# block 1

Block 1, cell classes on the final placement:
Bar = 20 um. Fill, decap, tap and diode cells in grey.
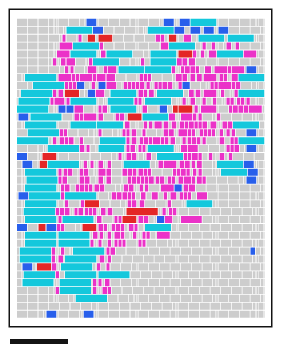
### src/rtl/fsk_pkg.sv
// Shared types and constants for the framed FSK symbol source.
package fsk_pkg;

  localparam int SYM_W = 5;

  typedef enum logic [2:0] {
    IDLE,
    PREAMBLE,
    SYNC,
    PAYLOAD,
    DRAIN
  } fsk_state_t;

  localparam logic [SYM_W-1:0] PRE_A = 5'h00;
  localparam logic [SYM_W-1:0] PRE_B = 5'h1F;

  // Sync word goes out MSB-first, one 5-bit slice per symbol.
  function automatic logic [SYM_W-1:0] sync_sym(input logic [14:0] word,
                                                input logic [1:0]  idx);
    case (idx)
      2'd0:    return word[14:10];
      2'd1:    return word[9:5];
      default: return word[4:0];
    endcase
  endfunction

endpackage

### src/rtl/fsk_frame_src_if.sv
// Payload byte stream into the frame source.
// Handshake: a byte moves on a clock edge where din_valid && din_ready are both
// high; the master holds din/din_last stable while din_valid waits for ready.
interface fsk_frame_src_if;
  logic [7:0] din;
  logic       din_valid;
  logic       din_last;
  logic       din_ready;

  modport master (output din, output din_valid, output din_last, input din_ready);
  modport slave  (input din, input din_valid, input din_last, output din_ready);
endinterface

### src/rtl/fsk_byte_fifo.sv
// Small synchronous FIFO with first-word fall-through read data.
module fsk_byte_fifo #(
  parameter int DEPTH = 4,
  parameter int WIDTH = 9
) (
  input  logic             clk,
  input  logic             rst_n,
  input  logic             push,
  input  logic [WIDTH-1:0] wdata,
  input  logic             pop,
  output logic [WIDTH-1:0] rdata,
  output logic             full,
  output logic             empty
);

  localparam int AW = $clog2(DEPTH);

  logic [WIDTH-1:0] mem [DEPTH];
  logic [AW:0]      wr_ptr;
  logic [AW:0]      rd_ptr;
  logic             do_push;
  logic             do_pop;

  assign do_push = push && !full;
  assign do_pop  = pop && !empty;

  // Extra pointer MSB distinguishes full from empty when the indices match.
  assign empty = (wr_ptr == rd_ptr);
  assign full  = (wr_ptr[AW] != rd_ptr[AW]) && (wr_ptr[AW-1:0] == rd_ptr[AW-1:0]);
  assign rdata = mem[rd_ptr[AW-1:0]];

  always_ff @(posedge clk or negedge rst_n) begin
    if (!rst_n) begin
      wr_ptr <= '0;
      rd_ptr <= '0;
    end else begin
      if (do_push) wr_ptr <= wr_ptr + 1'b1;
      if (do_pop)  rd_ptr <= rd_ptr + 1'b1;
    end
  end

  always_ff @(posedge clk) begin
    if (do_push) mem[wr_ptr[AW-1:0]] <= wdata;
  end

endmodule

### src/rtl/fsk_frame_src.sv
// Framed symbol source: preamble, sync word, then payload packed 5 bits per
// symbol, one symbol per enable strobe, fed from a small byte FIFO.
module fsk_frame_src
  import fsk_pkg::*;
#(
  parameter int               PREAMBLE_LEN = 8,
  parameter logic [14:0]      SYNC_WORD    = 15'h4D2B,
  parameter int               FIFO_DEPTH   = 4,
  parameter logic [SYM_W-1:0] IDLE_SYM     = 5'd0
) (
  input  logic              clk,
  input  logic              rst_n,
  input  logic              enable,
  fsk_frame_src_if.slave    byte_in,
  output logic [SYM_W-1:0]  address,
  output logic              sym_valid,
  output logic              busy,
  output logic              underrun,
  output fsk_state_t        state_dbg
);

  localparam int IDX_W = ($clog2(PREAMBLE_LEN) < 2) ? 2 : $clog2(PREAMBLE_LEN);
  localparam logic [IDX_W-1:0] PRE_LAST  = IDX_W'(PREAMBLE_LEN - 1);
  localparam logic [IDX_W-1:0] SYNC_LAST = IDX_W'(2);

  fsk_state_t       state, state_n;
  logic [IDX_W-1:0] idx, idx_n;
  logic [11:0]      bbuf, bbuf_n;
  logic [3:0]       cnt, cnt_n;
  logic             last_popped, last_popped_n;
  logic [SYM_W-1:0] address_n;
  logic             sym_valid_n;
  logic             underrun_n;

  logic             ready_q;
  logic             fifo_full;
  logic             fifo_empty;
  logic             fifo_pop;
  logic             fifo_push;
  logic [8:0]       fifo_rdata;
  logic             in_frame;

  // Ready stays low through reset and rises on the first edge after release.
  assign byte_in.din_ready = ready_q && !fifo_full;
  assign fifo_push         = byte_in.din_valid && byte_in.din_ready;

  fsk_byte_fifo #(
    .DEPTH (FIFO_DEPTH),
    .WIDTH (9)
  ) u_fifo (
    .clk   (clk),
    .rst_n (rst_n),
    .push  (fifo_push),
    .wdata ({byte_in.din_last, byte_in.din}),
    .pop   (fifo_pop),
    .rdata (fifo_rdata),
    .full  (fifo_full),
    .empty (fifo_empty)
  );

  assign in_frame  = (state == PREAMBLE) || (state == SYNC) || (state == PAYLOAD);
  assign busy      = (state != IDLE);
  assign state_dbg = state;

  always_ff @(posedge clk or negedge rst_n) begin
    if (!rst_n) begin
      ready_q     <= 1'b0;
      state       <= IDLE;
      idx         <= '0;
      bbuf        <= '0;
      cnt         <= '0;
      last_popped <= 1'b0;
      address     <= IDLE_SYM;
      sym_valid   <= 1'b0;
      underrun    <= 1'b0;
    end else begin
      ready_q     <= 1'b1;
      state       <= state_n;
      idx         <= idx_n;
      bbuf        <= bbuf_n;
      cnt         <= cnt_n;
      last_popped <= last_popped_n;
      address     <= address_n;
      sym_valid   <= sym_valid_n;
      underrun    <= underrun_n;
    end
  end

  always_comb begin
    state_n       = state;
    idx_n         = idx;
    bbuf_n        = bbuf;
    cnt_n         = cnt;
    last_popped_n = last_popped;
    address_n     = address;
    sym_valid_n   = sym_valid;
    underrun_n    = 1'b0;
    fifo_pop      = 1'b0;

    if (!enable) begin
      // Refill between strobes; new bits land just below the valid ones.
      if (in_frame && (cnt <= 4'd4) && !fifo_empty && !last_popped) begin
        fifo_pop      = 1'b1;
        bbuf_n        = bbuf | ({fifo_rdata[7:0], 4'b0000} >> cnt);
        cnt_n         = cnt + 4'd8;
        last_popped_n = fifo_rdata[8];
      end else if ((state == DRAIN) && !fifo_empty && !last_popped) begin
        fifo_pop      = 1'b1;
        last_popped_n = fifo_rdata[8];
      end
    end else begin
      case (state)
        IDLE: begin
          address_n   = IDLE_SYM;
          sym_valid_n = 1'b0;
          if (!fifo_empty) begin
            address_n     = PRE_A;
            sym_valid_n   = 1'b1;
            idx_n         = IDX_W'(1);
            bbuf_n        = '0;
            cnt_n         = '0;
            last_popped_n = 1'b0;
            state_n       = PREAMBLE;
          end
        end

        PREAMBLE: begin
          address_n   = idx[0] ? PRE_B : PRE_A;
          sym_valid_n = 1'b1;
          if (idx == PRE_LAST) begin
            idx_n   = '0;
            state_n = SYNC;
          end else begin
            idx_n = idx + 1'b1;
          end
        end

        SYNC: begin
          address_n   = sync_sym(SYNC_WORD, idx[1:0]);
          sym_valid_n = 1'b1;
          if (idx == SYNC_LAST) begin
            idx_n   = '0;
            state_n = PAYLOAD;
          end else begin
            idx_n = idx + 1'b1;
          end
        end

        PAYLOAD: begin
          if (last_popped && (cnt <= 4'd5)) begin
            // Final partial symbol; the buffer is zero below the valid bits.
            address_n     = (cnt == 4'd0) ? IDLE_SYM : bbuf[11:7];
            sym_valid_n   = (cnt != 4'd0);
            bbuf_n        = '0;
            cnt_n         = '0;
            last_popped_n = 1'b0;
            state_n       = IDLE;
          end else if (cnt >= 4'd5) begin
            address_n   = bbuf[11:7];
            sym_valid_n = 1'b1;
            bbuf_n      = bbuf << 5;
            cnt_n       = cnt - 4'd5;
          end else if (fifo_empty) begin
            underrun_n  = 1'b1;
            address_n   = IDLE_SYM;
            sym_valid_n = 1'b0;
            bbuf_n      = '0;
            cnt_n       = '0;
            state_n     = DRAIN;
          end else begin
            // A byte arrived too late to refill before this strobe: skip a slot.
            address_n   = IDLE_SYM;
            sym_valid_n = 1'b0;
          end
        end

        DRAIN: begin
          address_n   = IDLE_SYM;
          sym_valid_n = 1'b0;
          if (last_popped) begin
            last_popped_n = 1'b0;
            state_n       = IDLE;
          end
        end

        default: begin
          address_n   = IDLE_SYM;
          sym_valid_n = 1'b0;
          state_n     = IDLE;
        end
      endcase
    end
  end

endmodule

### src/flat_wrapper.sv
// flat-port wrapper written by rule: the top's interface ports become plain ports
module fsk_frame_src_flat import fsk_pkg::*;
#(
  parameter int               PREAMBLE_LEN = 8,
  parameter logic [14:0]      SYNC_WORD    = 15'h4D2B,
  parameter int               FIFO_DEPTH   = 4,
  parameter logic [SYM_W-1:0] IDLE_SYM     = 5'd0
)
  (clk, rst_n, enable, address, sym_valid, busy, underrun, state_dbg, byte_in_din, byte_in_din_valid, byte_in_din_last, byte_in_din_ready);
  fsk_frame_src_if byte_in_i ();
  input  logic clk;
  input  logic rst_n;
  input  logic enable;
  output logic [SYM_W-1:0] address;
  output logic sym_valid;
  output logic busy;
  output logic underrun;
  output fsk_state_t state_dbg;
  input wire logic [$bits(byte_in_i.din)-1:0] byte_in_din;
  input wire logic [$bits(byte_in_i.din_valid)-1:0] byte_in_din_valid;
  input wire logic [$bits(byte_in_i.din_last)-1:0] byte_in_din_last;
  output wire logic [$bits(byte_in_i.din_ready)-1:0] byte_in_din_ready;
  assign byte_in_i.din = byte_in_din;
  assign byte_in_i.din_valid = byte_in_din_valid;
  assign byte_in_i.din_last = byte_in_din_last;
  assign byte_in_din_ready = byte_in_i.din_ready;
  fsk_frame_src #(.PREAMBLE_LEN(PREAMBLE_LEN), .SYNC_WORD(SYNC_WORD), .FIFO_DEPTH(FIFO_DEPTH), .IDLE_SYM(IDLE_SYM)) u_core (.clk(clk), .rst_n(rst_n), .enable(enable), .byte_in(byte_in_i), .address(address), .sym_valid(sym_valid), .busy(busy), .underrun(underrun), .state_dbg(state_dbg));
endmodule
### config.mk
export PLATFORM = sky130hd
export DESIGN_NAME = fsk_frame_src_flat
export DESIGN_NICKNAME = d
export VERILOG_FILES = /design/src/rtl/fsk_pkg.sv /design/src/rtl/fsk_frame_src_if.sv /design/src/rtl/fsk_byte_fifo.sv /design/src/rtl/fsk_frame_src.sv /design/src/flat_wrapper.sv
export SDC_FILE = /design/constraint.sdc
export NUM_CORES = 1
export LEC_CHECK = 0
export ABC_AREA = 1
export CAP_MARGIN = 20
export CORE_AREA = 2 2 88 107
export CTS_BUF_LIST = sky130_fd_sc_hd__clkbuf_4 sky130_fd_sc_hd__clkbuf_8
export DETAILED_ROUTE_END_ITERATION = 8
export DIE_AREA = 0 0 90 109
export PLACE_DENSITY = 0.74
export SYNTH_ARGS = -nofsm -noshare
export SYNTH_HDL_FRONTEND = slang
export SYNTH_SLANG_ARGS = --single-unit
### constraint.sdc
create_clock -name clk -period 2.7 [get_ports clk]
set_input_delay 0.54 -clock clk [delete_from_list [all_inputs] [get_ports clk]]
set_output_delay 0.54 -clock clk [all_outputs]
set_load 0.005 [all_outputs]
==> results.ini <==
[critical_path]
crit_path_start=u_core.u_fifo.rd_ptr[1]$_DFFE_PN0P_
critical_path_peak_fanout=11
crit_path_required_time_ps=2160
worst-setup-path-type=flop to output pin
reg2reg_setup_slack_ps=290

[finish]
layout.sequential_cells=73
drive_above_1_share=0.0839
sequential_cell_area_um2=2010
layout-area-overhead-vs-synth_pct=15.2
comb-cell-share=0.363
multi_input_comb_cells=315
layout.non_clock_inverters=40

[global_route]
grt_start_max_net_pins=38
groute.layer.met3.usage=0.0463
initial_antenna_violation_count=0
global_route_met2_utilization=0.323

[final_timing]
final_critical_path_setup_slack_ps=262
grt_setup_unrepaired=no
setup_tns_ps=0
finalHoldViolations=0

[flow_run]
warning_count=36
drv_cap=0

[synthesis]
synth.top_cell.area_share=0.282
synthesized_chip_area_reported_by_yosys_um2=3840
synth.yosys.warnings=0
yosys.cell_types.count=37
syn-mean-instance-area_um2=8.68
post_synth_instance_area_um2=3840
synth_dominant_cell_count=nand2_1
synthesis.instances=442

[detailed_routing]
initialDrtViolationCount=178
detail_route.drc_violations=0
drt-vias-per-instance=5.19
route.final.wire_length_mm=8.17

[clocking]
cts_num_sinks=73
cts_max_path_buffers=2
tritoncts_clock_tree=yes
register_clock_pin_slew_on_the_reported_worst_setup_and_hold_paths_ps=70

[floorplanning]
chipWidth_um=90
tap-cell-count=120

[placement]
gpl_wtd_cong=0.977
hpwl_mm=5.83

[outcome]
run_status=completed

Notes on 'cell classes on the final placement' of block 1 above:
[magenta] all other logic | cells: 355
[red] clock drivers and dummy loads | cells: 16
[blue] other buffers and delay cells | cells: 33
[cyan] flip-flops | cells: 73
area of the core region: 8840 um2
num rows: 38
Design Area, Final: 4420 um2
share of the core filled with cells in the final layout: 0.500

-- cell families (layout without fill, tap and decap cells) --
logic type,Yosys count,count (layout),share of synthesized area
AND/OR/NAND/NOR,231,231,0.261
flip-flops,73,73,0.523
AND-OR/OR-AND,61,61,0.0910
buffers and inverters,54,89,0.0587
adder cells (fa/ha/maj),15,15,0.0489
XOR/XNOR,7,7,0.0160
other,1,1,0.000978
-- what timing repair did --
action	in CTS	in global routing
setup endpoints to repair	0	1
resized	0	1
hold endpoints to repair	0	0
-- worst max-delay path, cell delays in order, from the launching register on --
cell and delay, ps:
dfrtp_1 540, xnor2_1 280, nand2_1 70, o21ai_0 140, inv_1 80, clkdlybuf4s50_1 440
-- state kept, by name (all words and copies together) (netlist names) --
register,flops
u_core.address,5
u_core.bbuf,12
u_core.cnt,4
u_core.idx,3
u_core.last_popped,1
u_core.ready_q,1
u_core.state_dbg,3
u_core.sym_valid,1
u_core.u_fifo.mem,36
u_core.u_fifo.rd_ptr,3
u_core.u_fifo.wr_ptr,3
u_core.underrun,1
-- where the power goes --
part / switching (uW) / internal [uW]
clock: 391 / 482
combinational: 1490 / 831
sequential: 247 / 1470
total: 2130 / 2780

# block 2

==> src/rtl/axi_wr_pkg.sv <==
// Shared definitions for the AXI4 write master.
//   wr_state_e       : burst FSM state (IDLE -> ADDR -> DATA -> IDLE)
//   RESP_OKAY        : BRESP encoding for a clean response
//   BYTE_OFFSET_BITS : low address bits cleared to align bursts to a beat
package axi_wr_pkg;

    typedef enum logic [1:0] {
        IDLE = 2'd0,
        ADDR = 2'd1,
        DATA = 2'd2
    } wr_state_e;

    localparam logic [1:0] RESP_OKAY        = 2'b00;
    localparam int         BYTE_OFFSET_BITS = 5;

endpackage

==> src/rtl/axi_write_master.sv <==
// Single-client AXI4 write master.
// Takes one burst request (address, beats-1) at a time from a result
// producer, issues AW, passes the producer's beat stream straight onto W
// with WLAST on the final beat, and retires B responses.
//
// Ports:
//   clk, rst                     clock, asynchronous active-high reset
//   wr_addr_in/wr_len_in         burst start byte address, beats minus 1
//   wr_info_valid_in/_rdy_out    request handshake
//   wr_data_in/_valid_in/_rdy_out beat stream from producer
//   wr_done_out                  one-cycle pulse per retired B response
//   wr_err_out                   sticky error flag
//   axi_aw*/axi_w*/axi_b*        AXI4 write address, data, response channels
//
// Build option: AXI_WR_RESP_CHECK_EN enables the sticky error flag (bad
// BRESP, unexpected BID, or a B with nothing outstanding). Without it
// wr_err_out is tied low and BID/BRESP are ignored.
module axi_write_master
    import axi_wr_pkg::*;
#(
    parameter int ID_WIDTH        = 8,
    parameter int ADDR_WIDTH      = 33,
    parameter int DATA_WIDTH      = 256,
    parameter int AXI_ID          = 0,
    parameter int MAX_OUTSTANDING = 4
) (
    input  logic                  clk,
    input  logic                  rst,
    input  logic [ADDR_WIDTH-1:0] wr_addr_in,
    input  logic [7:0]            wr_len_in,
    input  logic                  wr_info_valid_in,
    output logic                  wr_info_rdy_out,
    input  logic [DATA_WIDTH-1:0] wr_data_in,
    input  logic                  wr_data_valid_in,
    output logic                  wr_data_rdy_out,
    output logic                  wr_done_out,
    output logic                  wr_err_out,
    input  logic                  axi_awready_in,
    output logic [ID_WIDTH-1:0]   axi_awid_out,
    output logic [ADDR_WIDTH-1:0] axi_awaddr_out,
    output logic [7:0]            axi_awlen_out,
    output logic                  axi_awvalid_out,
    input  logic                  axi_wready_in,
    output logic [DATA_WIDTH-1:0] axi_wdata_out,
    output logic                  axi_wlast_out,
    output logic                  axi_wvalid_out,
    input  logic [ID_WIDTH-1:0]   axi_bid_in,
    input  logic [1:0]            axi_bresp_in,
    input  logic                  axi_bvalid_in,
    output logic                  axi_bready_out
);

    // Counter must hold MAX_OUTSTANDING itself, and is never narrower than 3 bits.
    localparam int OUT_W = ($clog2(MAX_OUTSTANDING) + 1 > 3) ? $clog2(MAX_OUTSTANDING) + 1 : 3;

    wr_state_e             state_q, state_d;
    logic                  running_q;
    logic [ADDR_WIDTH-1:0] addr_q, addr_d;
    logic [7:0]            len_q, len_d;
    logic [7:0]            beat_cnt_q, beat_cnt_d;
    logic [OUT_W-1:0]      outstanding_q, outstanding_d;
    logic                  done_q;

    logic aw_hs, w_hs, b_hs;
    logic info_rdy, awvalid, wvalid, wlast, data_rdy;

    assign aw_hs = awvalid & axi_awready_in;
    assign w_hs  = wvalid & axi_wready_in;
    assign b_hs  = axi_bvalid_in & axi_bready_out;

    always_comb begin
        state_d    = state_q;
        addr_d     = addr_q;
        len_d      = len_q;
        beat_cnt_d = beat_cnt_q;
        awvalid    = 1'b0;
        wvalid     = 1'b0;
        wlast      = 1'b0;
        data_rdy   = 1'b0;
        info_rdy   = running_q && (state_q == IDLE) &&
                     (outstanding_q < OUT_W'(MAX_OUTSTANDING));
        case (state_q)
            IDLE: begin
                if (wr_info_valid_in && info_rdy) begin
                    state_d    = ADDR;
                    addr_d     = {wr_addr_in[ADDR_WIDTH-1:BYTE_OFFSET_BITS],
                                  {BYTE_OFFSET_BITS{1'b0}}};
                    len_d      = wr_len_in;
                    beat_cnt_d = 8'd0;
                end
            end
            ADDR: begin
                awvalid = 1'b1;
                if (axi_awready_in) state_d = DATA;
            end
            DATA: begin
                // W is a straight combinational passthrough of the producer.
                wvalid   = wr_data_valid_in;
                data_rdy = axi_wready_in;
                wlast    = (beat_cnt_q == len_q);
                if (wr_data_valid_in && axi_wready_in) begin
                    beat_cnt_d = beat_cnt_q + 8'd1;
                    if (wlast) state_d = IDLE;
                end
            end
            default: state_d = IDLE;
        endcase
    end

    // Simultaneous AW and B cancel; a stray B never wraps below zero.
    always_comb begin
        outstanding_d = outstanding_q;
        if (aw_hs && !b_hs)
            outstanding_d = outstanding_q + OUT_W'(1);
        else if (b_hs && !aw_hs && (outstanding_q != '0))
            outstanding_d = outstanding_q - OUT_W'(1);
    end

    always_ff @(posedge clk or posedge rst) begin
        if (rst) begin
            state_q       <= IDLE;
            running_q     <= 1'b0;
            addr_q        <= '0;
            len_q         <= 8'd0;
            beat_cnt_q    <= 8'd0;
            outstanding_q <= '0;
            done_q        <= 1'b0;
        end else begin
            state_q       <= state_d;
            running_q     <= 1'b1;
            addr_q        <= addr_d;
            len_q         <= len_d;
            beat_cnt_q    <= beat_cnt_d;
            outstanding_q <= outstanding_d;
            done_q        <= b_hs;
        end
    end

    assign wr_info_rdy_out = info_rdy;
    assign wr_data_rdy_out = data_rdy;
    assign wr_done_out     = done_q;
    assign axi_awid_out    = ID_WIDTH'(AXI_ID);
    assign axi_awaddr_out  = addr_q;
    assign axi_awlen_out   = len_q;
    assign axi_awvalid_out = awvalid;
    assign axi_wdata_out   = wr_data_in;
    assign axi_wlast_out   = wlast;
    assign axi_wvalid_out  = wvalid;
    assign axi_bready_out  = running_q;

`ifdef AXI_WR_RESP_CHECK_EN
    logic err_q, err_d;

    always_comb begin
        err_d = err_q;
        if (b_hs && ((axi_bresp_in != RESP_OKAY) ||
                     (axi_bid_in != ID_WIDTH'(AXI_ID)) ||
                     (outstanding_q == '0)))
            err_d = 1'b1;
    end

    always_ff @(posedge clk or posedge rst) begin
        if (rst) err_q <= 1'b0;
        else     err_q <= err_d;
    end

    assign wr_err_out = err_q;
`else
    logic unused_resp;
    assign unused_resp = ^{axi_bid_in, axi_bresp_in};
    assign wr_err_out  = 1'b0;
`endif

endmodule

==> config.mk <==
export PLATFORM = sky130hd
export DESIGN_NAME = axi_write_master
export DESIGN_NICKNAME = d
export VERILOG_FILES = /design/src/rtl/axi_wr_pkg.sv /design/src/rtl/axi_write_master.sv
export SDC_FILE = /design/constraint.sdc
export NUM_CORES = 1
export LEC_CHECK = 0
export CELL_PAD_IN_SITES_DETAIL_PLACEMENT = 1
export CELL_PAD_IN_SITES_GLOBAL_PLACEMENT = 1
export CORE_AREA = 5 5 243 245
export CTS_CLUSTER_SIZE = 25
export DETAILED_ROUTE_END_ITERATION = 16
export DIE_AREA = 0 0 248 250
export GPL_ROUTABILITY_DRIVEN = 0
export PLACE_DENSITY = 0.56
export SLEW_MARGIN = 20
export SYNTH_ARGS = -nofsm -noshare
export SYNTH_HDL_FRONTEND = slang
export SYNTH_SLANG_ARGS = --single-unit
==> constraint.sdc <==
create_clock -name clk -period 2.31 [get_ports clk]
set_input_delay 0.231 -clock clk [delete_from_list [all_inputs] [get_ports clk]]
set_output_delay 0.231 -clock clk [all_outputs]
set_load 0.005 [all_outputs]
Block 2, cells by drive strength:
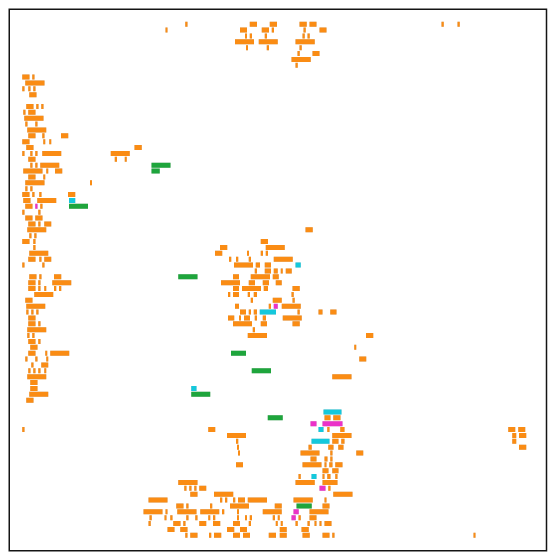
[cyan] drive 3 to 4 | cells: 8
[magenta] drive 2 | cells: 7
[orange] drive 1 or less | cells: 323
[green] drive 6 and up | cells: 9
post-synthesis to final-layout area growth: -0.174%
Design Area, Final: 4320 um2
buffer count excluding the clock tree in the final layout: 91

==> results.ini <==
[outcome]
run_status=completed

[finish]
largest_register_ff_count=28
sequential_cell_area_um2=1280
layout.sequential_cells=51
seq_area_frac=0.296
multi_input_comb_area_um2=983
comb-cell-share=0.228
post-route-util=0.0759
lay_top_count=nand2_1
clock_buffers=5

[clocking]
htreeDepth=2
cts_num_sinks=51

[placement]
dpl-instance-area_um2=4160

[floorplanning]
chipWidth_um=248
io_pins=627
chip_area_um2=62000
tap-cell-count=765

[critical_path]
reg2reg_setup_slack_ps=270
reg2regPathDepth=5
crit_path_required_time_ps=2080
crit_chain=nor2b_2 -> buf_4 -> and2_1 -> clkdlybuf4s50_1
regToRegStartpoint=state_q[0]$_DFFE_PP0P_

[final_timing]
final_setup_vio_count=0
finalHoldViolations=0
timing.hold.ws_ps=317
final_min_period_over_clock_period=0.886
timing.final.crit_period_ps=2050
slew_headroom=0.575

[synthesis]
ys_sh_adder=0.00752
yosys.cell_types.count=34
synth-compound-area-share=0.0165
xor_area_frac=0.0283

[detailed_routing]
initialDrtViolationCount=65

[global_route]
grt_start_max_net_pins=43

cells in the mapped netlist:
master	number
xnor2_1	11
nand3_1	2
mux2i_1	3
a41oi_1	1
o21ai_0	3
nor2b_1	1
o221ai_1	1
o311ai_0	1
clkbuf_1	1
nand2b_1	1
a21oi_1	1
conb_1	2
o211ai_1	1
and2_1	4
buf_2	1
and3b_1	1
nand2_1	118
fa_1	1
buf_6	6
nor3_1	2
buf_4	271
nand4b_4	1
o31a_1	1
inv_1	4
nor4_4	1
nand3b_1	1
a31o_2	1
dfrtp_1	51
ha_1	1
and4b_1	1
nor4b_4	1
xor2_1	3
nor2_1	11
nand4_1	4
metal layers:
metal,track usage,wire (um),up-vias
met1,0.0440,4870,1052
met2,0.0612,5970,260
met5,0.00795,73,-
met3,0.0379,2680,152
li1,-,-,961
met4,0.0450,1570,4
worst max-delay path: cells and delay by family, from the launching register on:
kind          cells  cell delay (ps)
buf+inv           2              660
simple gates      2              370
flops             1              470
power breakdown:
group	leakage (uW)	internal [uW]	total, uW	switching (uW)
sequential	0.000646	1240	1560	327
clock	0.0000719	415	855	440
combinational	0.000939	914	1600	689
repair_timing:
action                     CTS  global route
gates resized                3             1
setup buffers                0             0
setup endpoints to repair    3             1

# block 3

Block 3, cells by drive strength:
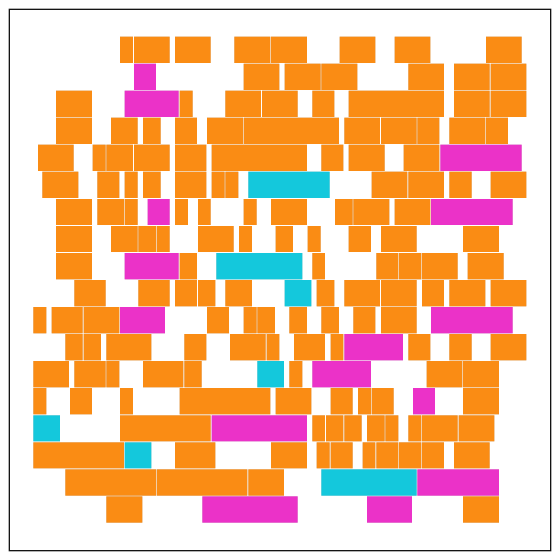
Block 3, clock nets:
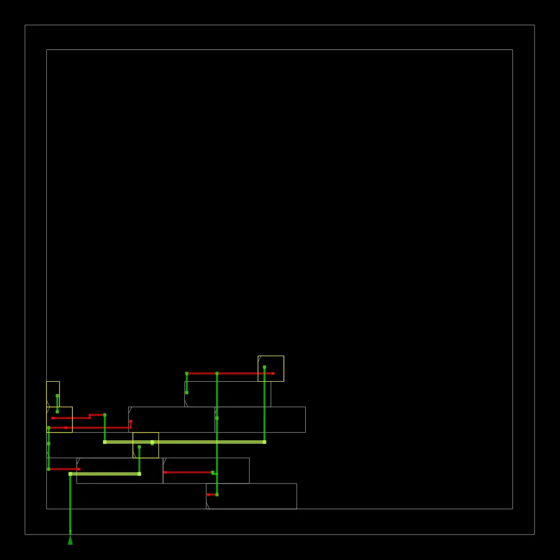
Block 3, metal 2:
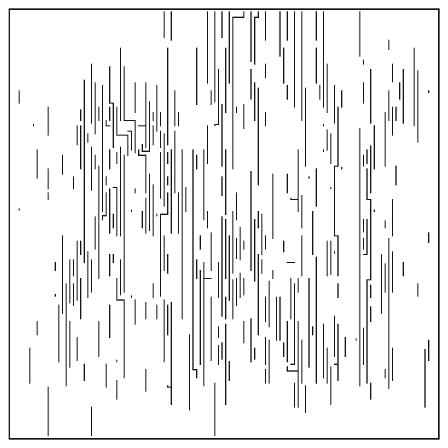
[config.mk]
export PLATFORM = sky130hd
export DESIGN_NAME = bsg_wormhole_router_input_arbiter
export DESIGN_NICKNAME = d
export VERILOG_FILES = /design/src/rtl/bsg_wormhole_router_pkg.sv /design/src/rtl/bsg_arb_round_robin_ptr.sv /design/src/rtl/bsg_wormhole_router_input_arbiter.sv
export SDC_FILE = /design/constraint.sdc
export NUM_CORES = 1
export LEC_CHECK = 0
export CAP_MARGIN = 20
export CORE_MARGIN = 2
export CORE_UTILIZATION = 43
export CTS_CLUSTER_SIZE = 20
export DETAILED_ROUTE_END_ITERATION = 12
export PLACE_DENSITY_LB_ADDON = 0.08
export SETUP_SLACK_MARGIN = 0.2
export SKIP_CTS_REPAIR_TIMING = 1
export SLEW_MARGIN = 30
export SYNTH_ARGS = -nofsm -noshare
export SYNTH_HDL_FRONTEND = slang
export SYNTH_SLANG_ARGS = --single-unit
export TNS_END_PERCENT = 1
[constraint.sdc]
create_clock -name clk_i -period 6.7 [get_ports clk_i]
set_input_delay 1.005 -clock clk_i [delete_from_list [all_inputs] [get_ports clk_i]]
set_output_delay 1.005 -clock clk_i [all_outputs]
set_load 0.03 [all_outputs]
[src/rtl/bsg_wormhole_router_pkg.sv]
// bsg_wormhole_router_pkg: shared header layout and arbiter FSM states
package bsg_wormhole_router_pkg;
  localparam int cord_width_lp = 4;
  localparam int len_width_lp = 2;
  typedef struct packed {
    logic [len_width_lp-1:0] len;
    logic [cord_width_lp-1:0] cord;
  } header_s;
  typedef enum logic {IDLE, LOCKED} state_e;
endpackage

[src/rtl/bsg_arb_round_robin_ptr.sv]
// bsg_arb_round_robin_ptr: picks the first request after the last winner, with wrap-around
module bsg_arb_round_robin_ptr #(
  parameter int els_p = 4
) (
  input  logic [els_p-1:0]         reqs,
  input  logic [$clog2(els_p)-1:0] last,
  output logic [els_p-1:0]         grant,
  output logic [$clog2(els_p)-1:0] idx,
  output logic                     v
);
  localparam int lg_els_lp = $clog2(els_p);
  always_comb begin
    grant = '0;
    idx = '0;
    v = 1'b0;
    for (int i = els_p; i >= 1; i--)
      if (reqs[(int'(last) + i) % els_p]) begin
        idx = lg_els_lp'((int'(last) + i) % els_p);
        v = 1'b1;
      end
    grant = v ? els_p'(1) << idx : '0;
  end
endmodule

[src/rtl/bsg_wormhole_router_input_arbiter.sv]
// bsg_wormhole_router_input_arbiter: packet-granular round-robin arbiter onto one wormhole link
module bsg_wormhole_router_input_arbiter
  import bsg_wormhole_router_pkg::*;
#(
  parameter int els_p = 4,
  parameter int flit_width_p = 8,
  parameter int cord_width_p = 4,
  parameter int len_width_p = 2
) (
  input  logic                            clk_i,
  input  logic                            reset_n_i,
  input  logic [els_p-1:0]                v_i,
  input  logic [els_p*flit_width_p-1:0]   data_i,
  output logic [els_p-1:0]                ready_and_o,
  output logic                            v_o,
  output logic [flit_width_p-1:0]         data_o,
  input  logic                            ready_and_i,
  output logic [els_p-1:0]                grant_o,
  output logic                            locked_o
);
  localparam int lg_els_lp = $clog2(els_p);
  state_e state_r;
  logic [lg_els_lp-1:0] lock_r, ptr_r, rr_idx, sel;
  logic [len_width_p-1:0] cnt_r, len;
  logic [els_p-1:0] rr_grant;
  logic rr_v, locked, act, xfer;
  bsg_arb_round_robin_ptr #(.els_p(els_p)) rr (
    .reqs(v_i),
    .last(ptr_r),
    .grant(rr_grant),
    .idx(rr_idx),
    .v(rr_v)
  );
  assign locked = state_r == LOCKED;
  assign act = reset_n_i & (locked | rr_v);
  assign sel = locked ? lock_r : rr_idx;
  assign grant_o = !act ? '0 : locked ? els_p'(1) << lock_r : rr_grant;
  assign v_o = act & v_i[sel];
  assign data_o = act ? data_i[sel*flit_width_p +: flit_width_p] : '0;
  assign ready_and_o = grant_o & {els_p{ready_and_i}};
  assign locked_o = reset_n_i & locked;
  assign xfer = v_o & ready_and_i;
  assign len = data_o[cord_width_p +: len_width_p];
  always_ff @(posedge clk_i or negedge reset_n_i)
    if (!reset_n_i) begin
      state_r <= IDLE;
      lock_r <= '0;
      cnt_r <= '0;
      ptr_r <= lg_els_lp'(els_p - 1);
    end else if (xfer) begin
      if (locked) begin
        cnt_r <= cnt_r - len_width_p'(1);
        if (cnt_r == len_width_p'(1)) begin
          state_r <= IDLE;
          ptr_r <= lock_r;
        end
      end else if (len == '0)
        ptr_r <= rr_idx;
      else begin
        state_r <= LOCKED;
        lock_r <= rr_idx;
        cnt_r <= len;
      end
    end
endmodule

==> results.ini <==
[global_route]
grt_start_max_net_pins=22
top_usage_layer=met2
groute.layer.met1.usage=0.238
groute.layer.met3.usage=0.0519
grt_pass1_vias=1119

[power_and_ir_drop]
clock_power_frac=0.055
p_seq_frac=0.156
powerSeq_uw=107
power.largest_group=combinational logic

[flow_run]
warning_count=26
drv_cap=0

[placement]
gpl_wtd_cong=0.905
hpwl_mm=2.37
dpl-instance-area_um2=1660
place_worst_setup_slack_ps=1610

[floorplanning]
floorplan.core_util=0.448
chipWidth_um=54.3
area_of_the_core_region_um2=2430

[synthesis]
post_synth_main_logic_family=AND-OR/OR-AND gates
xor_area_frac=0
edf_count=0
ys_sh_adder=0.0115
syn_nets=161
ff_type=dfrtp_1
yosys_register_bits=7
synth-compound-area-share=0.272
synth.yosys.warnings=0
ys_async_sr_fraction=1.00
post_synth_instance_area_um2=1090

[critical_path]
critical_path.n_buffers_inverters=2
worst_path_max_delay_cell=o41ai_2
crit_path_start=v_i[3]
crit_chain=clkdlybuf4s50_1 -> nand2b_1 -> a21oi_1 -> o41ai_2 -> o221ai_1 -> a221oi_2 -> clkdlybuf4s50_1
reg2reg_setup_slack_ps=3420
endpoint_arrival_time_on_the_critical_path_ps=4090
critical-path-top-cell-by-count=clkdlybuf4s50_1
sort_of_element_at_the_end_of_the_critical_path=output pin
worst-setup-path-type=primary input to output pin
reg2regPathDepth=6

[detailed_routing]
total_length_of_routed_met2_wires_mm=1.45
post_drt_wl_per_cell_um=14.6
dr_wl_met3_um=316
initialDrtViolationCount=15
postRouteAntennaNets=0
detail_route.first_pass.iterations=4

[min_path]
hold_path_depth=2
worst_hold_path_type=flop to flop
whs_endpoint=ptr_r[0]$_DFFE_PN1P_
critical_hold_path_startpoint=ptr_r[0]$_DFFE_PN1P_

[final_timing]
max_freq_mhz=196
slew_of_the_pin_with_the_lowest_slew_margin_ps=871
timing.hold.ws_ps=506
final_min_period_over_clock_period=0.760
slew_viol_final=0

[clocking]
cts_max_path_buffers=2
clock.latency.late_pin_ps=250
htreeDepth=1

[finish]
lay_top_count=clkdlybuf4s50_1
drive_above_1_share=0.125

[outcome]
run_status=completed

## Picture notes: 'cells by drive strength' of block 3
[magenta] drive 2 | cells: 15
[orange] drive 1 or less | cells: 154
[cyan] drive 3 to 4 | cells: 7
setup slack of the critical path after layout: 1610 ps
Design Area, Final: 1690 um2
post-synthesis to final-layout area growth: 55.1%
buffer count excluding the clock tree in the final layout: 57

## Picture notes: 'clock nets' of block 3
number of CTS-inserted buffers: 3
Clock Skew: 3.60 ps
Clock group: 37.8 uW

## Picture notes: 'metal 2' of block 3
main direction: vertical
wire length on this layer: 1450 um
share of all routed wire: 48%
global-route met2 utilization: 0.380
overall via count from detail_route: 1191

==> worst max-delay path by stage <==
stage                     end  slack (ps)  cells past startpoint
6_report            data_o[4]        1610                      7
5_1_grt             data_o[4]        1350                      7
4_1_cts             data_o[4]        1580                      7
3_5_place_dp        data_o[4]        1610                      7
3_3_place_gp        data_o[4]        1690                      7
2_1_floorplan  ready_and_o[3]        2640                      5
==> Yosys cell counts (3+ instances only) <==
master	count	area, um2
nor2_1	16	60.1
and2_1	13	81.3
inv_1	7	26.3
a21oi_1	6	30.0
dfrtp_1	5	125
nand2b_1	5	31.3
mux4_2	4	90.1
o21ai_0	4	20.0
a2bb2oi_1	3	26.3
mux2i_1	3	30.0
mux4_1	3	78.8
nand2_1	3	11.3
nand3_1	3	15.0
o221ai_1	3	26.3
or2_2	3	18.8
==> layout make-up <==
type | instances | area [um2]
tap | 30 | 37.5
inverter | 8 | 30.0
multi-input combinational | 100 | 848
clock buffer | 4 | 26.3
sequential | 7 | 178
timing repair buffer | 57 | 568
fill | 223 | 744
==> registers in the layout, indices dropped and copies added (netlist names) <==
register / cells
locked: 1
ptr_r: 2
cnt_r: 2
lock_r: 2

Power and IR drop assume default switching activity.
